######## block 1 ########
==> block_1/gates.png <==
Bar = 20 um.
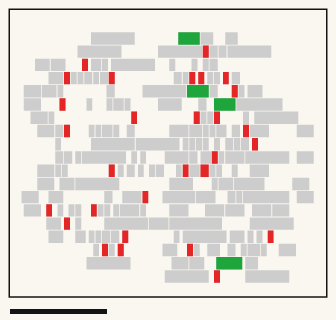

[config.mk]
export PLATFORM = sky130hd
export DESIGN_NAME = serial_transmitter
export DESIGN_NICKNAME = d
export VERILOG_FILES = /design/src/rtl/serial_pkg.sv /design/src/rtl/baud_tick_gen.sv /design/src/rtl/serial_transmitter.sv
export SDC_FILE = /design/constraint.sdc
export NUM_CORES = 1
export LEC_CHECK = 0
export ABC_AREA = 1
export CORE_ASPECT_RATIO = 0.9
export CORE_MARGIN = 2
export CORE_UTILIZATION = 40
export DETAILED_ROUTE_END_ITERATION = 8
export GPL_TIMING_DRIVEN = 0
export PLACE_DENSITY = 0.6
export SYNTH_ARGS = -nofsm -noshare
export SYNTH_HDL_FRONTEND = slang
export SYNTH_SLANG_ARGS = --single-unit
[constraint.sdc]
create_clock -name iClk -period 2 [get_ports iClk]
set_input_delay 0.4 -clock iClk [delete_from_list [all_inputs] [get_ports iClk]]
set_output_delay 0.4 -clock iClk [all_outputs]
set_load 0.005 [all_outputs]
[src/rtl/serial_pkg.sv]
// -----------------------------------------------------------------------------
// serial_pkg
//   Frame definitions shared by both ends of the serial link (transmitter and
//   receiver). Keeping them in one place means the two ends cannot disagree on
//   state encoding, data width, idle level or parity rule.
//
//   Contents:
//     DATA_BITS      - data bits per frame (sent LSB first)
//     LINE_IDLE      - level of the line between frames (and for stop bits)
//     START_LEVEL    - level of the start bit
//     serial_state_t - 3-bit frame state encoding
//     parity_bit()   - parity over one data byte, even or odd
// -----------------------------------------------------------------------------
package serial_pkg;

  localparam int   DATA_BITS   = 8;
  localparam logic LINE_IDLE   = 1'b1;
  localparam logic START_LEVEL = 1'b0;

  typedef enum logic [2:0] {
    ST_IDLE   = 3'd0,
    ST_START  = 3'd1,
    ST_DATA   = 3'd2,
    ST_PARITY = 3'd3,
    ST_STOP   = 3'd4
  } serial_state_t;

  // Even parity makes the total count of ones (data + parity) even, so the
  // parity bit is simply the XOR of the data. Odd parity is its inverse.
  function automatic logic parity_bit(input logic [DATA_BITS-1:0] data,
                                      input logic                 odd);
    return (^data) ^ odd;
  endfunction

endpackage

[src/rtl/baud_tick_gen.sv]
// -----------------------------------------------------------------------------
// baud_tick_gen
//   Bit-period timer. Counts 0 .. CLKS_PER_BIT-1 and pulses oTick for one
//   cycle while the count sits at its terminal value; the count then wraps to
//   0, so consecutive bits are exactly CLKS_PER_BIT cycles apart.
//
//   Ports:
//     iClk    - clock, rising edge
//     iRst_n  - asynchronous active-low reset (count -> 0)
//     iClear  - synchronous clear; holds the count at 0 and masks oTick
//     oTick   - one-cycle pulse on the terminal count
// -----------------------------------------------------------------------------
module baud_tick_gen #(
  parameter int CLKS_PER_BIT = 16
) (
  input  logic iClk,
  input  logic iRst_n,
  input  logic iClear,
  output logic oTick
);

  localparam int            CW   = $clog2(CLKS_PER_BIT);
  localparam logic [CW-1:0] LAST = CW'(CLKS_PER_BIT - 1);

  logic [CW-1:0] cnt;

  always_ff @(posedge iClk or negedge iRst_n) begin
    if (!iRst_n) begin
      cnt <= '0;
    end else if (iClear || (cnt == LAST)) begin
      cnt <= '0;
    end else begin
      cnt <= cnt + CW'(1);
    end
  end

  assign oTick = !iClear && (cnt == LAST);

endmodule

[src/rtl/serial_transmitter.sv]
// -----------------------------------------------------------------------------
// serial_transmitter
//   Transmit end of the serial link. Accepts a byte over a valid/ready
//   handshake and sends it as: start bit (0), 8 data bits LSB first, optional
//   parity bit, STOP_BITS stop bits (1). The line idles high.
//
//   Handshake: a byte is transferred on the rising edge where iValid and
//   oReady are both 1. oReady is high in IDLE and also during the final cycle
//   of the last stop bit, so a waiting byte starts its frame with no idle gap.
//   iValid without oReady is ignored (no queuing) and iData is only sampled on
//   the transfer edge.
//
//   Parameters:
//     CLKS_PER_BIT - clock cycles per serial bit (>= 2)
//     PARITY_EN    - 1 inserts a parity bit after the data bits
//     PARITY_ODD   - 0 even parity, 1 odd parity
//     STOP_BITS    - 1 or 2 stop bits
//
//   Ports:
//     iClk    - clock, rising edge
//     iRst_n  - asynchronous active-low reset; aborts any frame in flight
//     iValid  - iData holds a byte to send
//     iData   - byte to send
//     oReady  - a byte offered this cycle will be accepted
//     oTx     - serial line, straight from a flop
//     oBusy   - a frame is in progress
//     oDone   - one-cycle pulse in the final cycle of the last stop bit
//     oState  - current frame state (debug)
// -----------------------------------------------------------------------------
module serial_transmitter
  import serial_pkg::*;
#(
  parameter int CLKS_PER_BIT = 16,
  parameter int PARITY_EN    = 1,
  parameter int PARITY_ODD   = 0,
  parameter int STOP_BITS    = 1
) (
  input  logic                 iClk,
  input  logic                 iRst_n,
  input  logic                 iValid,
  input  logic [DATA_BITS-1:0] iData,
  output logic                 oReady,
  output logic                 oTx,
  output logic                 oBusy,
  output logic                 oDone,
  output logic [2:0]           oState
);

  localparam logic [2:0] LAST_DATA_IDX = 3'(DATA_BITS - 1);
  localparam logic [2:0] LAST_STOP_IDX = 3'(STOP_BITS - 1);
  localparam logic       ODD_SEL       = (PARITY_ODD != 0);

  serial_state_t        state;
  logic [DATA_BITS-1:0] shift;
  logic [2:0]           bit_idx;   // data bit index, reused to count stop bits
  logic                 par;
  logic                 tick;
  logic                 last_stop;
  logic                 accept;

  // The timer is held at zero while idle so the start bit gets a full period.
  // Every state change happens on a tick, when the counter wraps to zero on
  // its own, so each state begins with a fresh count and no drift builds up.
  baud_tick_gen #(
    .CLKS_PER_BIT (CLKS_PER_BIT)
  ) u_baud (
    .iClk   (iClk),
    .iRst_n (iRst_n),
    .iClear (state == ST_IDLE),
    .oTick  (tick)
  );

  // Final cycle of the last stop bit. Decoded from flops only, so oDone and
  // oReady are clean; it lets the next byte load on the same edge that would
  // otherwise return to IDLE.
  assign last_stop = (state == ST_STOP) && tick && (bit_idx == LAST_STOP_IDX);
  assign accept    = iValid && oReady;

  assign oReady = (state == ST_IDLE) || last_stop;
  assign oDone  = last_stop;
  assign oBusy  = (state != ST_IDLE);
  assign oState = state;

  always_ff @(posedge iClk or negedge iRst_n) begin
    if (!iRst_n) begin
      state   <= ST_IDLE;
      oTx     <= LINE_IDLE;
      shift   <= '0;
      bit_idx <= '0;
      par     <= 1'b0;
    end else if (accept) begin
      // Capture the byte and its parity now; iData may change freely after.
      state   <= ST_START;
      oTx     <= START_LEVEL;
      shift   <= iData;
      bit_idx <= '0;
      par     <= parity_bit(iData, ODD_SEL);
    end else begin
      case (state)
        ST_IDLE: begin
          oTx <= LINE_IDLE;
        end

        ST_START: begin
          if (tick) begin
            state <= ST_DATA;
            oTx   <= shift[0];
          end
        end

        ST_DATA: begin
          if (tick) begin
            shift <= shift >> 1;
            if (bit_idx == LAST_DATA_IDX) begin
              bit_idx <= '0;
              if (PARITY_EN != 0) begin
                state <= ST_PARITY;
                oTx   <= par;
              end else begin
                state <= ST_STOP;
                oTx   <= LINE_IDLE;
              end
            end else begin
              bit_idx <= bit_idx + 3'd1;
              // shift[1] is the bit that becomes shift[0] on this edge.
              oTx     <= shift[1];
            end
          end
        end

        ST_PARITY: begin
          if (tick) begin
            state   <= ST_STOP;
            oTx     <= LINE_IDLE;
            bit_idx <= '0;
          end
        end

        ST_STOP: begin
          if (tick) begin
            if (bit_idx == LAST_STOP_IDX) begin
              state   <= ST_IDLE;
              oTx     <= LINE_IDLE;
              bit_idx <= '0;
            end else begin
              bit_idx <= bit_idx + 3'd1;
            end
          end
        end

        default: begin
          state <= ST_IDLE;
          oTx   <= LINE_IDLE;
        end
      endcase
    end
  end

endmodule

######## block 2 ########
<file path="src/rtl/othello_pkg.sv">
// Shared types and direction tables for the sequential flip engine.
// Directions run clockwise from north; dir ^ 4 is the reverse direction.
package othello_pkg;

   typedef enum logic [2:0] {
      StIdle,
      StCheck,
      StScan,
      StFlip,
      StFin
   } state_e;

   typedef logic [2:0] dir_t;

   localparam dir_t DirLast    = 3'd7;
   localparam dir_t DirReverse = 3'd4;

   // Row and column deltas, indexed by direction: N, NE, E, SE, S, SW, W, NW.
   localparam logic signed [1:0] DR [8] = '{-2'sd1, -2'sd1, 2'sd0, 2'sd1,
                                             2'sd1, 2'sd1, 2'sd0, -2'sd1};
   localparam logic signed [1:0] DC [8] = '{2'sd0, 2'sd1, 2'sd1, 2'sd1,
                                             2'sd0, -2'sd1, -2'sd1, -2'sd1};

   localparam logic PlayerB = 1'b0;
   localparam logic PlayerR = 1'b1;

endpackage

</file>
<file path="src/rtl/board_step.sv">
// One-cell step from (row, col) in direction dir, with off-board detection
// done on signed coordinates so that edges never wrap.
module board_step
   import othello_pkg::*;
#(
   parameter int unsigned N  = 8,
   parameter int unsigned CW = $clog2(N)
) (
   input  logic [CW-1:0] row_i,
   input  logic [CW-1:0] col_i,
   input  dir_t          dir_i,
   output logic [CW-1:0] row_o,
   output logic [CW-1:0] col_o,
   output logic          on_board_o
);

   int r_nxt;
   int c_nxt;

   always_comb begin
      r_nxt      = int'(row_i) + int'(DR[dir_i]);
      c_nxt      = int'(col_i) + int'(DC[dir_i]);
      row_o      = CW'(r_nxt);
      col_o      = CW'(c_nxt);
      on_board_o = (r_nxt >= 0) && (r_nxt < int'(N)) && (c_nxt >= 0) && (c_nxt < int'(N));
   end

endmodule

</file>
<file path="src/rtl/flip_engine_seq.sv">
// Sequential move resolver: walks the 8 rays from the target one cell per clock,
// flips flanked opponent discs in place and places the new disc if any flipped.
module flip_engine_seq
   import othello_pkg::*;
#(
   parameter int unsigned N   = 8,
   parameter int unsigned CW  = $clog2(N),
   parameter int unsigned FCW = $clog2(N * N)
) (
   input  logic             clk_i,
   input  logic             rst_ni,
   input  logic             start_i,
   input  logic             player_i,
   input  logic [CW-1:0]    row_i,
   input  logic [CW-1:0]    col_i,
   input  logic [N*N-1:0]   r_in_i,
   input  logic [N*N-1:0]   b_in_i,
   output logic             busy_o,
   output logic             done_o,
   output logic             valid_move_o,
   output logic [FCW-1:0]   flip_count_o,
   output logic [N*N-1:0]   r_out_o,
   output logic [N*N-1:0]   b_out_o
);

   localparam int unsigned NN = N * N;
   localparam int unsigned RW = CW + 1;

   state_e          state_q, state_d;
   logic [NN-1:0]   r_q, r_d, b_q, b_d;
   logic            player_q, player_d;
   logic [CW-1:0]   trow_q, trow_d, tcol_q, tcol_d;
   logic [CW-1:0]   crow_q, crow_d, ccol_q, ccol_d;
   logic            cok_q, cok_d;
   dir_t            dir_q, dir_d;
   logic [RW-1:0]   run_q, run_d;
   logic [FCW-1:0]  fcnt_q, fcnt_d;
   logic            valid_q, valid_d;
   logic            done_q, done_d;

   function automatic logic [FCW-1:0] cell_idx(input logic [CW-1:0] r, input logic [CW-1:0] c);
      return FCW'(r) * FCW'(N) + FCW'(c);
   endfunction

   // Cursor stepper: forward while scanning, reversed while walking back to flip.
   dir_t          stp_dir;
   logic [CW-1:0] stp_row, stp_col;
   logic          stp_ok;
   // Ray-start stepper: target plus the delta of the direction about to begin.
   dir_t          beg_dir;
   logic [CW-1:0] beg_row, beg_col;
   logic          beg_ok;

   assign stp_dir = (state_q == StFlip) ? (dir_q ^ DirReverse) : dir_q;
   assign beg_dir = (state_q == StCheck) ? dir_t'(0) : dir_q + dir_t'(1);

   board_step #(.N(N), .CW(CW)) u_step (
      .row_i      (crow_q),
      .col_i      (ccol_q),
      .dir_i      (stp_dir),
      .row_o      (stp_row),
      .col_o      (stp_col),
      .on_board_o (stp_ok)
   );

   board_step #(.N(N), .CW(CW)) u_begin (
      .row_i      (trow_q),
      .col_i      (tcol_q),
      .dir_i      (beg_dir),
      .row_o      (beg_row),
      .col_o      (beg_col),
      .on_board_o (beg_ok)
   );

   logic [FCW-1:0] t_idx, c_idx, s_idx, wr_idx;
   logic [NN-1:0]  opp_q;
   logic           end_dir, wr_en;

   assign t_idx = cell_idx(trow_q, tcol_q);
   assign c_idx = cell_idx(crow_q, ccol_q);
   assign s_idx = cell_idx(stp_row, stp_col);
   assign opp_q = (player_q == PlayerR) ? b_q : r_q;

   always_comb begin
      state_d  = state_q;
      r_d      = r_q;
      b_d      = b_q;
      player_d = player_q;
      trow_d   = trow_q;
      tcol_d   = tcol_q;
      crow_d   = crow_q;
      ccol_d   = ccol_q;
      cok_d    = cok_q;
      dir_d    = dir_q;
      run_d    = run_q;
      fcnt_d   = fcnt_q;
      valid_d  = valid_q;
      done_d   = 1'b0;
      end_dir  = 1'b0;
      wr_en    = 1'b0;
      wr_idx   = s_idx;

      unique case (state_q)
         StIdle: begin
            // The done cycle is itself idle; a start there waits one more cycle.
            if (start_i && !done_q) begin
               r_d      = r_in_i;
               b_d      = b_in_i;
               player_d = player_i;
               trow_d   = row_i;
               tcol_d   = col_i;
               fcnt_d   = '0;
               valid_d  = 1'b0;
               state_d  = StCheck;
            end
         end
         StCheck: begin
            if (r_q[t_idx] || b_q[t_idx]) begin
               state_d = StFin;
            end else begin
               dir_d   = '0;
               crow_d  = beg_row;
               ccol_d  = beg_col;
               cok_d   = beg_ok;
               run_d   = '0;
               state_d = StScan;
            end
         end
         StScan: begin
            if (!cok_q || !(r_q[c_idx] || b_q[c_idx])) begin
               end_dir = 1'b1;
            end else if (opp_q[c_idx]) begin
               run_d  = run_q + RW'(1);
               crow_d = stp_row;
               ccol_d = stp_col;
               cok_d  = stp_ok;
            end else if (run_q != '0) begin
               state_d = StFlip;
            end else begin
               end_dir = 1'b1;
            end
         end
         StFlip: begin
            crow_d = stp_row;
            ccol_d = stp_col;
            wr_en  = 1'b1;
            wr_idx = s_idx;
            fcnt_d = fcnt_q + FCW'(1);
            run_d  = run_q - RW'(1);
            if (run_q == RW'(1)) begin
               end_dir = 1'b1;
            end
         end
         StFin: begin
            if (fcnt_q != '0) begin
               wr_en   = 1'b1;
               wr_idx  = t_idx;
               valid_d = 1'b1;
            end
            done_d  = 1'b1;
            state_d = StIdle;
         end
         default: state_d = StIdle;
      endcase

      if (end_dir) begin
         if (dir_q == DirLast) begin
            state_d = StFin;
         end else begin
            dir_d   = dir_q + dir_t'(1);
            crow_d  = beg_row;
            ccol_d  = beg_col;
            cok_d   = beg_ok;
            run_d   = '0;
            state_d = StScan;
         end
      end

      if (wr_en) begin
         if (player_q == PlayerR) begin
            r_d[wr_idx] = 1'b1;
            b_d[wr_idx] = 1'b0;
         end else begin
            b_d[wr_idx] = 1'b1;
            r_d[wr_idx] = 1'b0;
         end
      end
   end

   always_ff @(posedge clk_i or negedge rst_ni) begin
      if (!rst_ni) begin
         state_q  <= StIdle;
         r_q      <= '0;
         b_q      <= '0;
         player_q <= 1'b0;
         trow_q   <= '0;
         tcol_q   <= '0;
         crow_q   <= '0;
         ccol_q   <= '0;
         cok_q    <= 1'b0;
         dir_q    <= '0;
         run_q    <= '0;
         fcnt_q   <= '0;
         valid_q  <= 1'b0;
         done_q   <= 1'b0;
      end else begin
         state_q  <= state_d;
         r_q      <= r_d;
         b_q      <= b_d;
         player_q <= player_d;
         trow_q   <= trow_d;
         tcol_q   <= tcol_d;
         crow_q   <= crow_d;
         ccol_q   <= ccol_d;
         cok_q    <= cok_d;
         dir_q    <= dir_d;
         run_q    <= run_d;
         fcnt_q   <= fcnt_d;
         valid_q  <= valid_d;
         done_q   <= done_d;
      end
   end

   assign busy_o       = (state_q != StIdle);
   assign done_o       = done_q;
   assign valid_move_o = valid_q;
   assign flip_count_o = fcnt_q;
   assign r_out_o      = r_q;
   assign b_out_o      = b_q;

endmodule

</file>
<file path="config.mk">
export PLATFORM = sky130hd
export DESIGN_NAME = flip_engine_seq
export DESIGN_NICKNAME = d
export VERILOG_FILES = /design/src/rtl/othello_pkg.sv /design/src/rtl/board_step.sv /design/src/rtl/flip_engine_seq.sv
export SDC_FILE = /design/constraint.sdc
export NUM_CORES = 1
export LEC_CHECK = 0
export ABC_AREA = 1
export CORE_ASPECT_RATIO = 1.1
export CORE_UTILIZATION = 35
export DETAILED_ROUTE_END_ITERATION = 10
export MAX_ROUTING_LAYER = met4
export SYNTH_ARGS = -nofsm -noshare
export SYNTH_HDL_FRONTEND = slang
export SYNTH_SLANG_ARGS = --single-unit
</file>
<file path="constraint.sdc">
create_clock -name clk_i -period 3.75 [get_ports clk_i]
set_input_delay 0.5625 -clock clk_i [delete_from_list [all_inputs] [get_ports clk_i]]
set_output_delay 0.5625 -clock clk_i [all_outputs]
set_load 0.005 [all_outputs]
</file>
######## block 3 ########
## src/rtl/pwm_pkg.sv

```systemverilog
// Shared PWM definitions: default count width, count ceiling and direction encoding.
// Used by the timebase here and by the downstream comparator.
package pwm_pkg;

  localparam int CNT_W = 4;
  localparam logic [CNT_W-1:0] CNT_MAX = {CNT_W{1'b1}};

  typedef enum logic {
    DIR_UP   = 1'b0,
    DIR_DOWN = 1'b1
  } dir_e;

endpackage

```

## src/rtl/pwm_prescaler.sv

```systemverilog
// Programmable prescaler: one tick every presc_i+1 enabled cycles.
// The tick is combinational so the counter advances on the same edge the interval ends.
module pwm_prescaler #(
  parameter int PRESC_W = 8
) (
  input  logic               clk_i,
  input  logic               rst_i,
  input  logic               en_i,
  input  logic [PRESC_W-1:0] presc_i,
  output logic               tick_o
);

  logic [PRESC_W-1:0] r_prescCnt;
  logic               w_tick;

  // >= so that lowering presc_i mid-interval ends the interval on the next cycle
  assign w_tick = en_i && (r_prescCnt >= presc_i);

  always_ff @(posedge clk_i) begin
    if (rst_i) begin
      r_prescCnt <= '0;
    end else if (en_i) begin
      if (w_tick) begin
        r_prescCnt <= '0;
      end else begin
        r_prescCnt <= r_prescCnt + 1'b1;
      end
    end
  end

  assign tick_o = w_tick;

endmodule

```

## src/rtl/pwm_timebase.sv

```systemverilog
// PWM timebase: prescaled 2^CNT_W count plus double-buffered duty reference.
// Define PWM_CENTER_ALIGNED_EN for a triangular (up/down) count instead of a sawtooth.
module pwm_timebase #(
  parameter int CNT_W   = 4,
  parameter int PRESC_W = 8
) (
  input  logic               clk_i,
  input  logic               rst_i,
  input  logic               en_i,
  input  logic [PRESC_W-1:0] presc_i,
  input  logic [CNT_W-1:0]   duty_i,
  input  logic               duty_wr_i,
  output logic [CNT_W-1:0]   cont_o,
  output logic [CNT_W-1:0]   ref_o,
  output logic               period_end_o,
  output logic               upd_pending_o
);

  import pwm_pkg::*;

  localparam logic [CNT_W-1:0] L_CNT_MAX = {CNT_W{1'b1}};

  logic             w_tick;
  logic             w_wrap;
  logic [CNT_W-1:0] w_contNext;
  logic [CNT_W-1:0] r_cont;
  logic [CNT_W-1:0] r_ref;
  logic [CNT_W-1:0] r_shadow;
  logic             r_pending;
  logic             r_periodEnd;

  pwm_prescaler #(
    .PRESC_W (PRESC_W)
  ) u_prescaler (
    .clk_i   (clk_i),
    .rst_i   (rst_i),
    .en_i    (en_i),
    .presc_i (presc_i),
    .tick_o  (w_tick)
  );

`ifdef PWM_CENTER_ALIGNED_EN
  dir_e r_dir;
  dir_e w_dirNext;

  always_ff @(posedge clk_i) begin
    if (rst_i) begin
      r_dir <= DIR_UP;
    end else begin
      r_dir <= w_dirNext;
    end
  end

  always_comb begin
    w_dirNext = r_dir;
    if (w_tick) begin
      if ((r_dir == DIR_UP) && (r_cont == L_CNT_MAX)) begin
        w_dirNext = DIR_DOWN;
      end else if ((r_dir == DIR_DOWN) && (r_cont == '0)) begin
        w_dirNext = DIR_UP;
      end
    end
  end

  // The period boundary is the DOWN->UP turn at zero
  always_comb begin
    w_contNext = r_cont;
    w_wrap     = 1'b0;
    if (w_tick) begin
      if (w_dirNext == DIR_UP) begin
        w_contNext = r_cont + 1'b1;
      end else begin
        w_contNext = r_cont - 1'b1;
      end
      w_wrap = (r_dir == DIR_DOWN) && (r_cont == '0);
    end
  end
`else
  always_comb begin
    w_contNext = r_cont;
    w_wrap     = 1'b0;
    if (w_tick) begin
      w_contNext = r_cont + 1'b1;
      w_wrap     = (r_cont == L_CNT_MAX);
    end
  end
`endif

  // A write on the wrap edge still lets the previously pending value reach ref
  always_ff @(posedge clk_i) begin
    if (rst_i) begin
      r_cont      <= '0;
      r_ref       <= '0;
      r_shadow    <= '0;
      r_pending   <= 1'b0;
      r_periodEnd <= 1'b0;
    end else begin
      r_cont      <= w_contNext;
      r_periodEnd <= w_wrap;
      if (w_wrap && r_pending) begin
        r_ref <= r_shadow;
      end
      if (duty_wr_i) begin
        r_shadow  <= duty_i;
        r_pending <= 1'b1;
      end else if (w_wrap) begin
        r_pending <= 1'b0;
      end
    end
  end

  assign cont_o        = r_cont;
  assign ref_o         = r_ref;
  assign period_end_o  = r_periodEnd;
  assign upd_pending_o = r_pending;

endmodule

```

## config.mk

```make
export PLATFORM = sky130hd
export DESIGN_NAME = pwm_timebase
export DESIGN_NICKNAME = d
export VERILOG_FILES = /design/src/rtl/pwm_pkg.sv /design/src/rtl/pwm_prescaler.sv /design/src/rtl/pwm_timebase.sv
export SDC_FILE = /design/constraint.sdc
export NUM_CORES = 1
export LEC_CHECK = 0
export CAP_MARGIN = 40
export CORE_MARGIN = 8
export CORE_UTILIZATION = 44
export DETAILED_ROUTE_END_ITERATION = 8
export PLACE_DENSITY = 0.7
export SYNTH_ARGS = -nofsm -noshare
export SYNTH_HDL_FRONTEND = slang
export SYNTH_SLANG_ARGS = --single-unit
```

## constraint.sdc

```tcl
create_clock -name clk_i -period 1.8 [get_ports clk_i]
set_input_delay 0.18 -clock clk_i [delete_from_list [all_inputs] [get_ports clk_i]]
set_output_delay 0.18 -clock clk_i [all_outputs]
set_load 0.02 [all_outputs]
```


==> screenshots <==
Layout detail.
(a)
Bar = 5 um. Window x 79 to 99, y 127 to 147 um. Cells in grey, sequential cells in the stronger grey; small squares are vias.
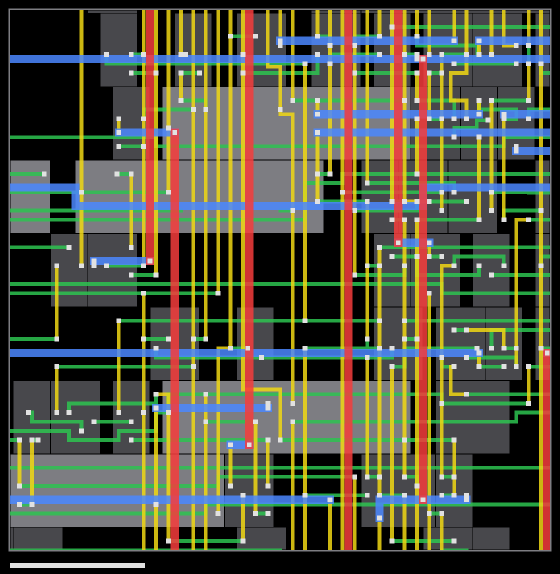
(b)
Bar = 5 um. Window x 22 to 42, y 31 to 51 um. Cells in grey, sequential cells in the stronger grey; small squares are vias.
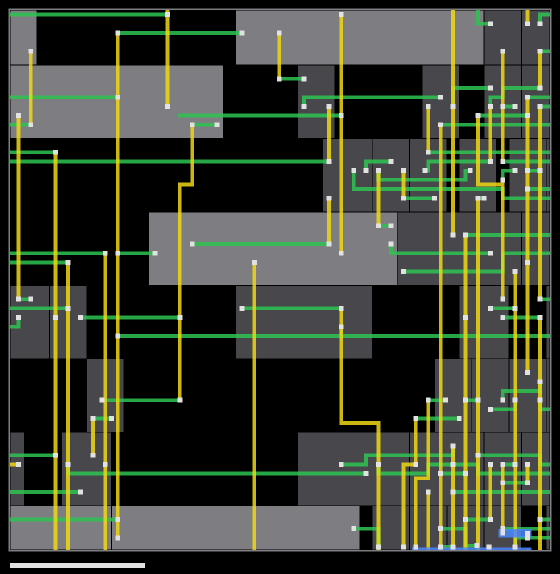
(c)
Bar = 5 um. Window x 23 to 43, y 37 to 57 um. Cells in grey, sequential cells in the stronger grey; small squares are vias.
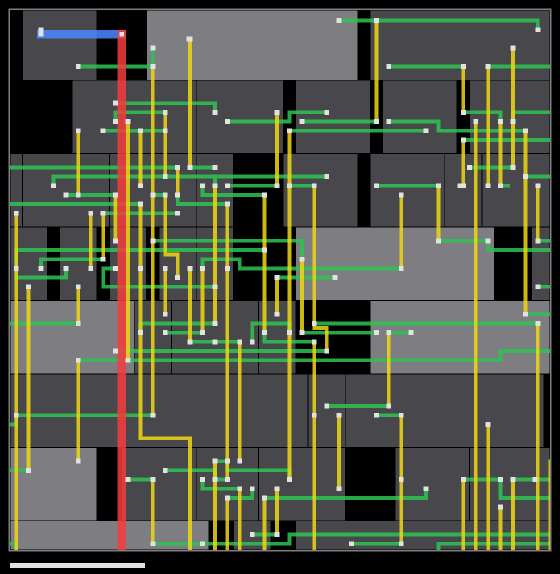
(c) comes from block 3.
(b) comes from block 1.
(a) comes from block 2.

==> block_1/layers.png <==
Bar = 20 um.
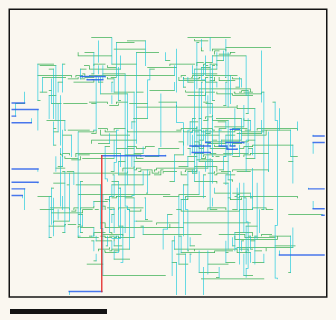
- M2: cyan (wire length 1,260 um)
- M3: blue (wire length 94.7 um)
- M1: green (wire length 1,150 um)
- M4: red (wire length 27.9 um)

Notes on block_1/gates.png above:
- fa/ha/maj cells: green (cells 4)
- inv cells: red (cells 29)

==> flow_results.org, block 1 <==
#+TITLE: Physical design notes

** Outcome
- The run finished with clean final reports.

** Die
- 18 I/O pins were placed.
- In this run the horizontal extent of the chip is 65.0 um.
- Pre-placement core utilization :: 43.0%

** Synth
- Summed over all instances, the cell type with the most area after synthesis is sky130_fd_sc_hd__dfrtp_1.
- The cell count after synthesis came out at 176.
- Main kind of combinational logic by area :: simple AND/OR/NAND/NOR gates
- Multiplexer share of the synthesized area :: 0%
- The synth_stat.txt file lists the number of cells as 176.
- Post-synth tally of flip-flops with integrated enable :: 0
- Yosys attributes the largest share of cell area to sky130_fd_sc_hd__dfrtp_1 36%, sky130_fd_sc_hd__nand2_1 12%, sky130_fd_sc_hd__inv_1 7.3%, sky130_fd_sc_hd__nand2_4 6.7%, sky130_fd_sc_hd__nor2_1 6.2%.
- Synthesized net count :: 191
- Leading post-synthesis cells by instance count :: 43 x sky130_fd_sc_hd__nand2_1, 26 x sky130_fd_sc_hd__inv_1, 22 x sky130_fd_sc_hd__nor2_1, 19 x sky130_fd_sc_hd__dfrtp_1, 16 x sky130_fd_sc_hd__nand3_1

** Cells and area
- In the finished design the tool counted flip-flops and latches totalling 20.
- The number of multi-input combinational cells in the layout is 126.
- Max FFs per register :: 8
- Per the layout area report, the combinational gate area comes to 733 um^2.
- For the completed layout, the total cell area is recorded as 1680 um^2.
- The largest register by flop count is shift.
- The top cell type in the final layout, fill and taps aside, is sky130_fd_sc_hd__nand2_1.
- Synthesis-to-finish area growth :: 25.4%

** Setup path
- The worst setup path is captured at a primary output.
- Of all nets on the critical path, the largest fanout is 6.
- The slowest stage of the critical path is the sky130_fd_sc_hd__clkdlybuf4s50_1 cell.
- In this run the number of cells on the critical path is 3.
- The kind of cell with the highest combined delay along the critical path is buffers and inverters.
- Worst R2R Path Depth :: 10

** Clocking
- Total clock buffers created by CTS :: 3
- TritonCTS built the clock tree.
- In this run, post-CTS hold repair placed 0 buffers.
- Counting along the longest clock path gives a buffer depth of 2.

** Power and ir drop
- Power comes to 2.11 mW.
- Clock group share of total power :: 19.2%

** Drt
- For this block, the routed nets add up to 2530 um of wire.
- The first detailed-routing pass ran for 4 iterations.
- Post-DR wirelength/cell :: ~10 um
- First-iteration detailed-routing DRC count :: 111
- The detailed router put a total of 1150 um of wire on met1.
- The detail route stage leaves a number of antenna-violating nets equal to 0.

** STA
- Sum of negative setup slack :: 0 ns
- In the final report, the number of pins over their slew limit comes to 0.

** Global route
- Maximum number of pins on one net before global-route repair :: 21

** Hold path
- STA shows the worst min-delay path finishing at oTx.
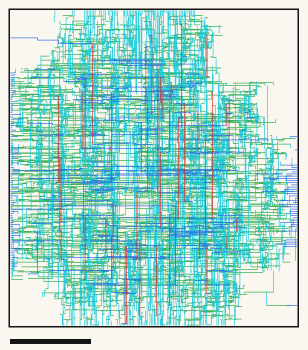
(block_2/layers.png)
Bar = 50 um.
- M1: green (wire length 20.2 mm)
- M2: cyan (wire length 21.9 mm)
- M4: red (wire length 1,740 um)
- M3: blue (wire length 3,510 um)

==> flow_results.org, block 2 <==
#+TITLE: Physical design notes

** Cells and area
- Share of final-layout standard cells stronger than drive strength 1 :: around 4.5%
- Non-clock buffer count :: 307
- Summed area of non-filler cells in the final layout :: ~16,000 um^2
- The layout has 210 inverters outside the clock class.

** Power and ir drop
- Total power for the finished layout comes to 15.4 mW.
- Internal power consumption :: 7.64 mW
- Switching power share of the total :: between 50% and 60%
- The report lists the power per cell area as 970 nW/um^2.
- Summed over all nets, the switching power comes to just under 8 mW.

** Synth
- Dominant cell area share :: 33.5%
- The synthesized netlist devotes less than 1% of its cell area to XOR and XNOR gates.
- In the synthesized netlist the dominant register cell turns out to be sky130_fd_sc_hd__dfrtp_1.
- Unique masters post-synth :: 36
- The cell-mix breakdown from Yosys lists the compound-gate area share as 13.2%.
- Synthesized flop and latch total :: ~160
- Per the synth stats, the proportion of register bits with asynchronous set or reset is 100%.
- Post-Syn Area :: 11,900 um^2

** Drt
- In the routed design, unresolved DRC markers number 0.
- Summed over all nets, wire length on met3 after detailed routing comes to 3510 um.
- Vias :: 13.7k
- Detailed route wirelength on metal2 :: between 20,000 and 25,000 um
- Wires add up to 47,400 um.

** STA
- Final setup fails :: 0
- Least-Margin Pin Slew :: 0.943 ns
- Per the slew report, the remaining headroom to the max-slew limit stands at 37.2%.
- RSZ-0062 raised after global routing :: no
- Shortest clock period the worst path allows after layout :: between 3 and 4 ns

** Global route
- GR Util All Layers :: roughly 28%
- GRT met1 Usage :: approximately 37%

** Run
- Tool warning count :: 38
- The report counts max-capacitance violations totalling 0.

** Die
- During I/O placement, the number of pins put on the boundary was around 280.
- The flow inserted 432 tap cells.
- Pre-placement core utilization :: 35.7%

** Place
- Logged for this run, the post-placement worst setup slack is between 0.15 and 0.2 ns.

** Setup path
- Per STA, the library cell used most along the worst path is sky130_fd_sc_hd__inv_1.
- The data required time reported for the critical path is 4.13 ns.
- Slowest CP cell :: sky130_fd_sc_hd__dfrtp_1
- The timing report gives the biggest stage delay along the critical path as 0.47 ns.

** Clocking
- Total clock sinks :: 160
- Looking at the worst setup and hold paths, the clock pins of their registers show a slew of 0.07 ns.

** Outcome
- The run finished with clean final reports.
==> block_3/layers.png <==
Bar = 20 um.
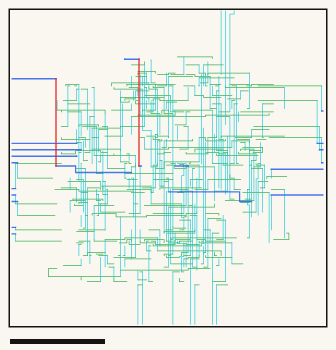
- M3: blue (wire length 123 um)
- M2: cyan (wire length 1,360 um)
- M4: red (wire length 40.8 um)
- M1: green (wire length 1,160 um)

==> flow_results.org, block 3 <==
#+TITLE: Physical design notes

** Drt
- Total wirelength of the detailed-routed design :: ~2700 um
- Number of routed nets with antenna violations :: 0
- Vias :: 938
- The routed design uses 122 um of met3 wire.
- Number of iterations in the first detailed-routing pass :: 4
- Signal routing reaches up to met4.

** Synth
- In this run, synthesis inferred 0 flip-flops with an integrated enable.
- Synth top area cells :: sky130_fd_sc_hd__dfxtp_1 39%, sky130_fd_sc_hd__ha_1 11%, sky130_fd_sc_hd__mux2i_1 8.0%, sky130_fd_sc_hd__nand2b_1 5.6%, sky130_fd_sc_hd__nor2_1 5.0%
- Dominant cell area share :: around 40%
- The synth_stat.txt file lists the number of cells as around 120.
- Top cell type by instance count after synthesis :: sky130_fd_sc_hd__dfxtp_1
- Main flop type after synthesis :: sky130_fd_sc_hd__dfxtp_1
- Synth Area in XOR/XNOR :: 6.25%
- The synthesis run shows multiplexers occupying 8.04% of the cell area.
- Per the post-synthesis stats, the area per cell is 9.42 um^2.
- Synthesis handed over a netlist of 119 instances.

** Cells and area
- Reg area :: roughly 450 um^2
- Largest Register :: u_prescaler.r_prescCnt
- Final design utilization :: 67.7%
- The most common logic cell in the final layout is sky130_fd_sc_hd__clkdlybuf4s50_1.
- The layout contains a multi-input combinational cell count of 82.
- Number of non-filler instances in the completed layout :: 188
- Per the layout report, the design carries roughly 40 non-clock buffers.
- Leaving out buffers and inverters, the combinational logic in the layout accounts for 717 um^2.

** Power and ir drop
- The share of total power dissipated in combinational logic is 14.0%.
- Power dissipated in sequential cells :: 0.507 mW
- For the combinational group, total power comes out at 0.145 mW.

** Outcome
- Failing checks :: setup timing
- Run status :: finished with violations

** Setup path
- Setup slack, reg-to-reg :: -0.14 ns
- The critical path crosses 7 cells after its start point.
- Most common cell on crit path :: sky130_fd_sc_hd__and3_4
- On the critical path the largest part of the delay comes from simple AND/OR/NAND/NOR gates.

** Hold path
- In the hold report, the worst path ends at r_shadow[1].
- Looking at hold timing, the worst path starts from duty_i[1].

** Global route
- GR Util All Layers :: 12.6%
- Initial antenna violation count :: 0
- Total gr overflow :: 0

** STA
- The final layout reports a setup TNS of -0.673 ns.
- Dividing the final minimum period by the clock period gives 108%.
- The final timing report gives a worst setup slack of -0.140 ns.
- From the final report, the count of setup violators was given as 13.

** Clocking
- Buffer levels on the longest clock path :: 2

** Place
- Setup slack after placement :: -0.507 ns


==> gallery <==
Sequential cells grouped by signal name.
panel A
Bar = 20 um. Other sequential cells in the stronger grey, the rest of the logic in the fainter grey.
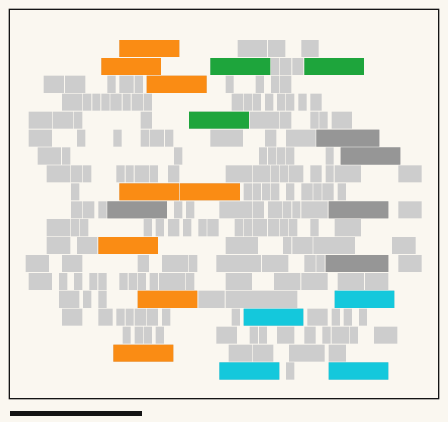
panel B
Bar = 20 um. Other sequential cells in the stronger grey, the rest of the logic in the fainter grey.
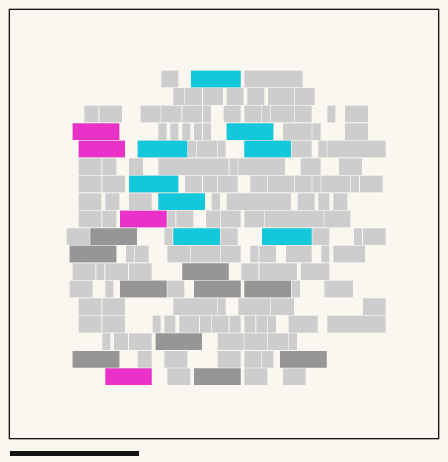
panel C
Bar = 50 um. Other sequential cells in the stronger grey, the rest of the logic in the fainter grey.
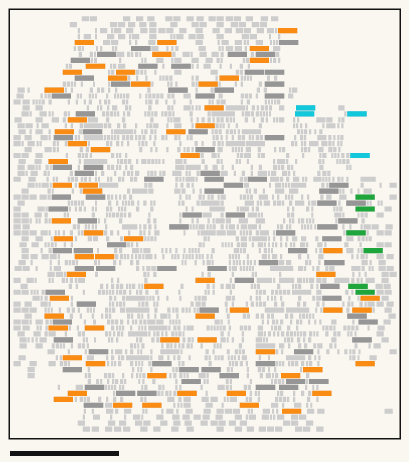
panel B: block 3
panel C: block 2
panel A: block 1

Key to panel C:
- `run_q`: cyan (sequential cells 4; where north-east)
- `flip_count_o`: green (sequential cells 6; where east)
- `r_out_o`: orange (sequential cells 64; where all over the die)
- not coloured: 86

Power is estimated from default activity; no workload was simulated.
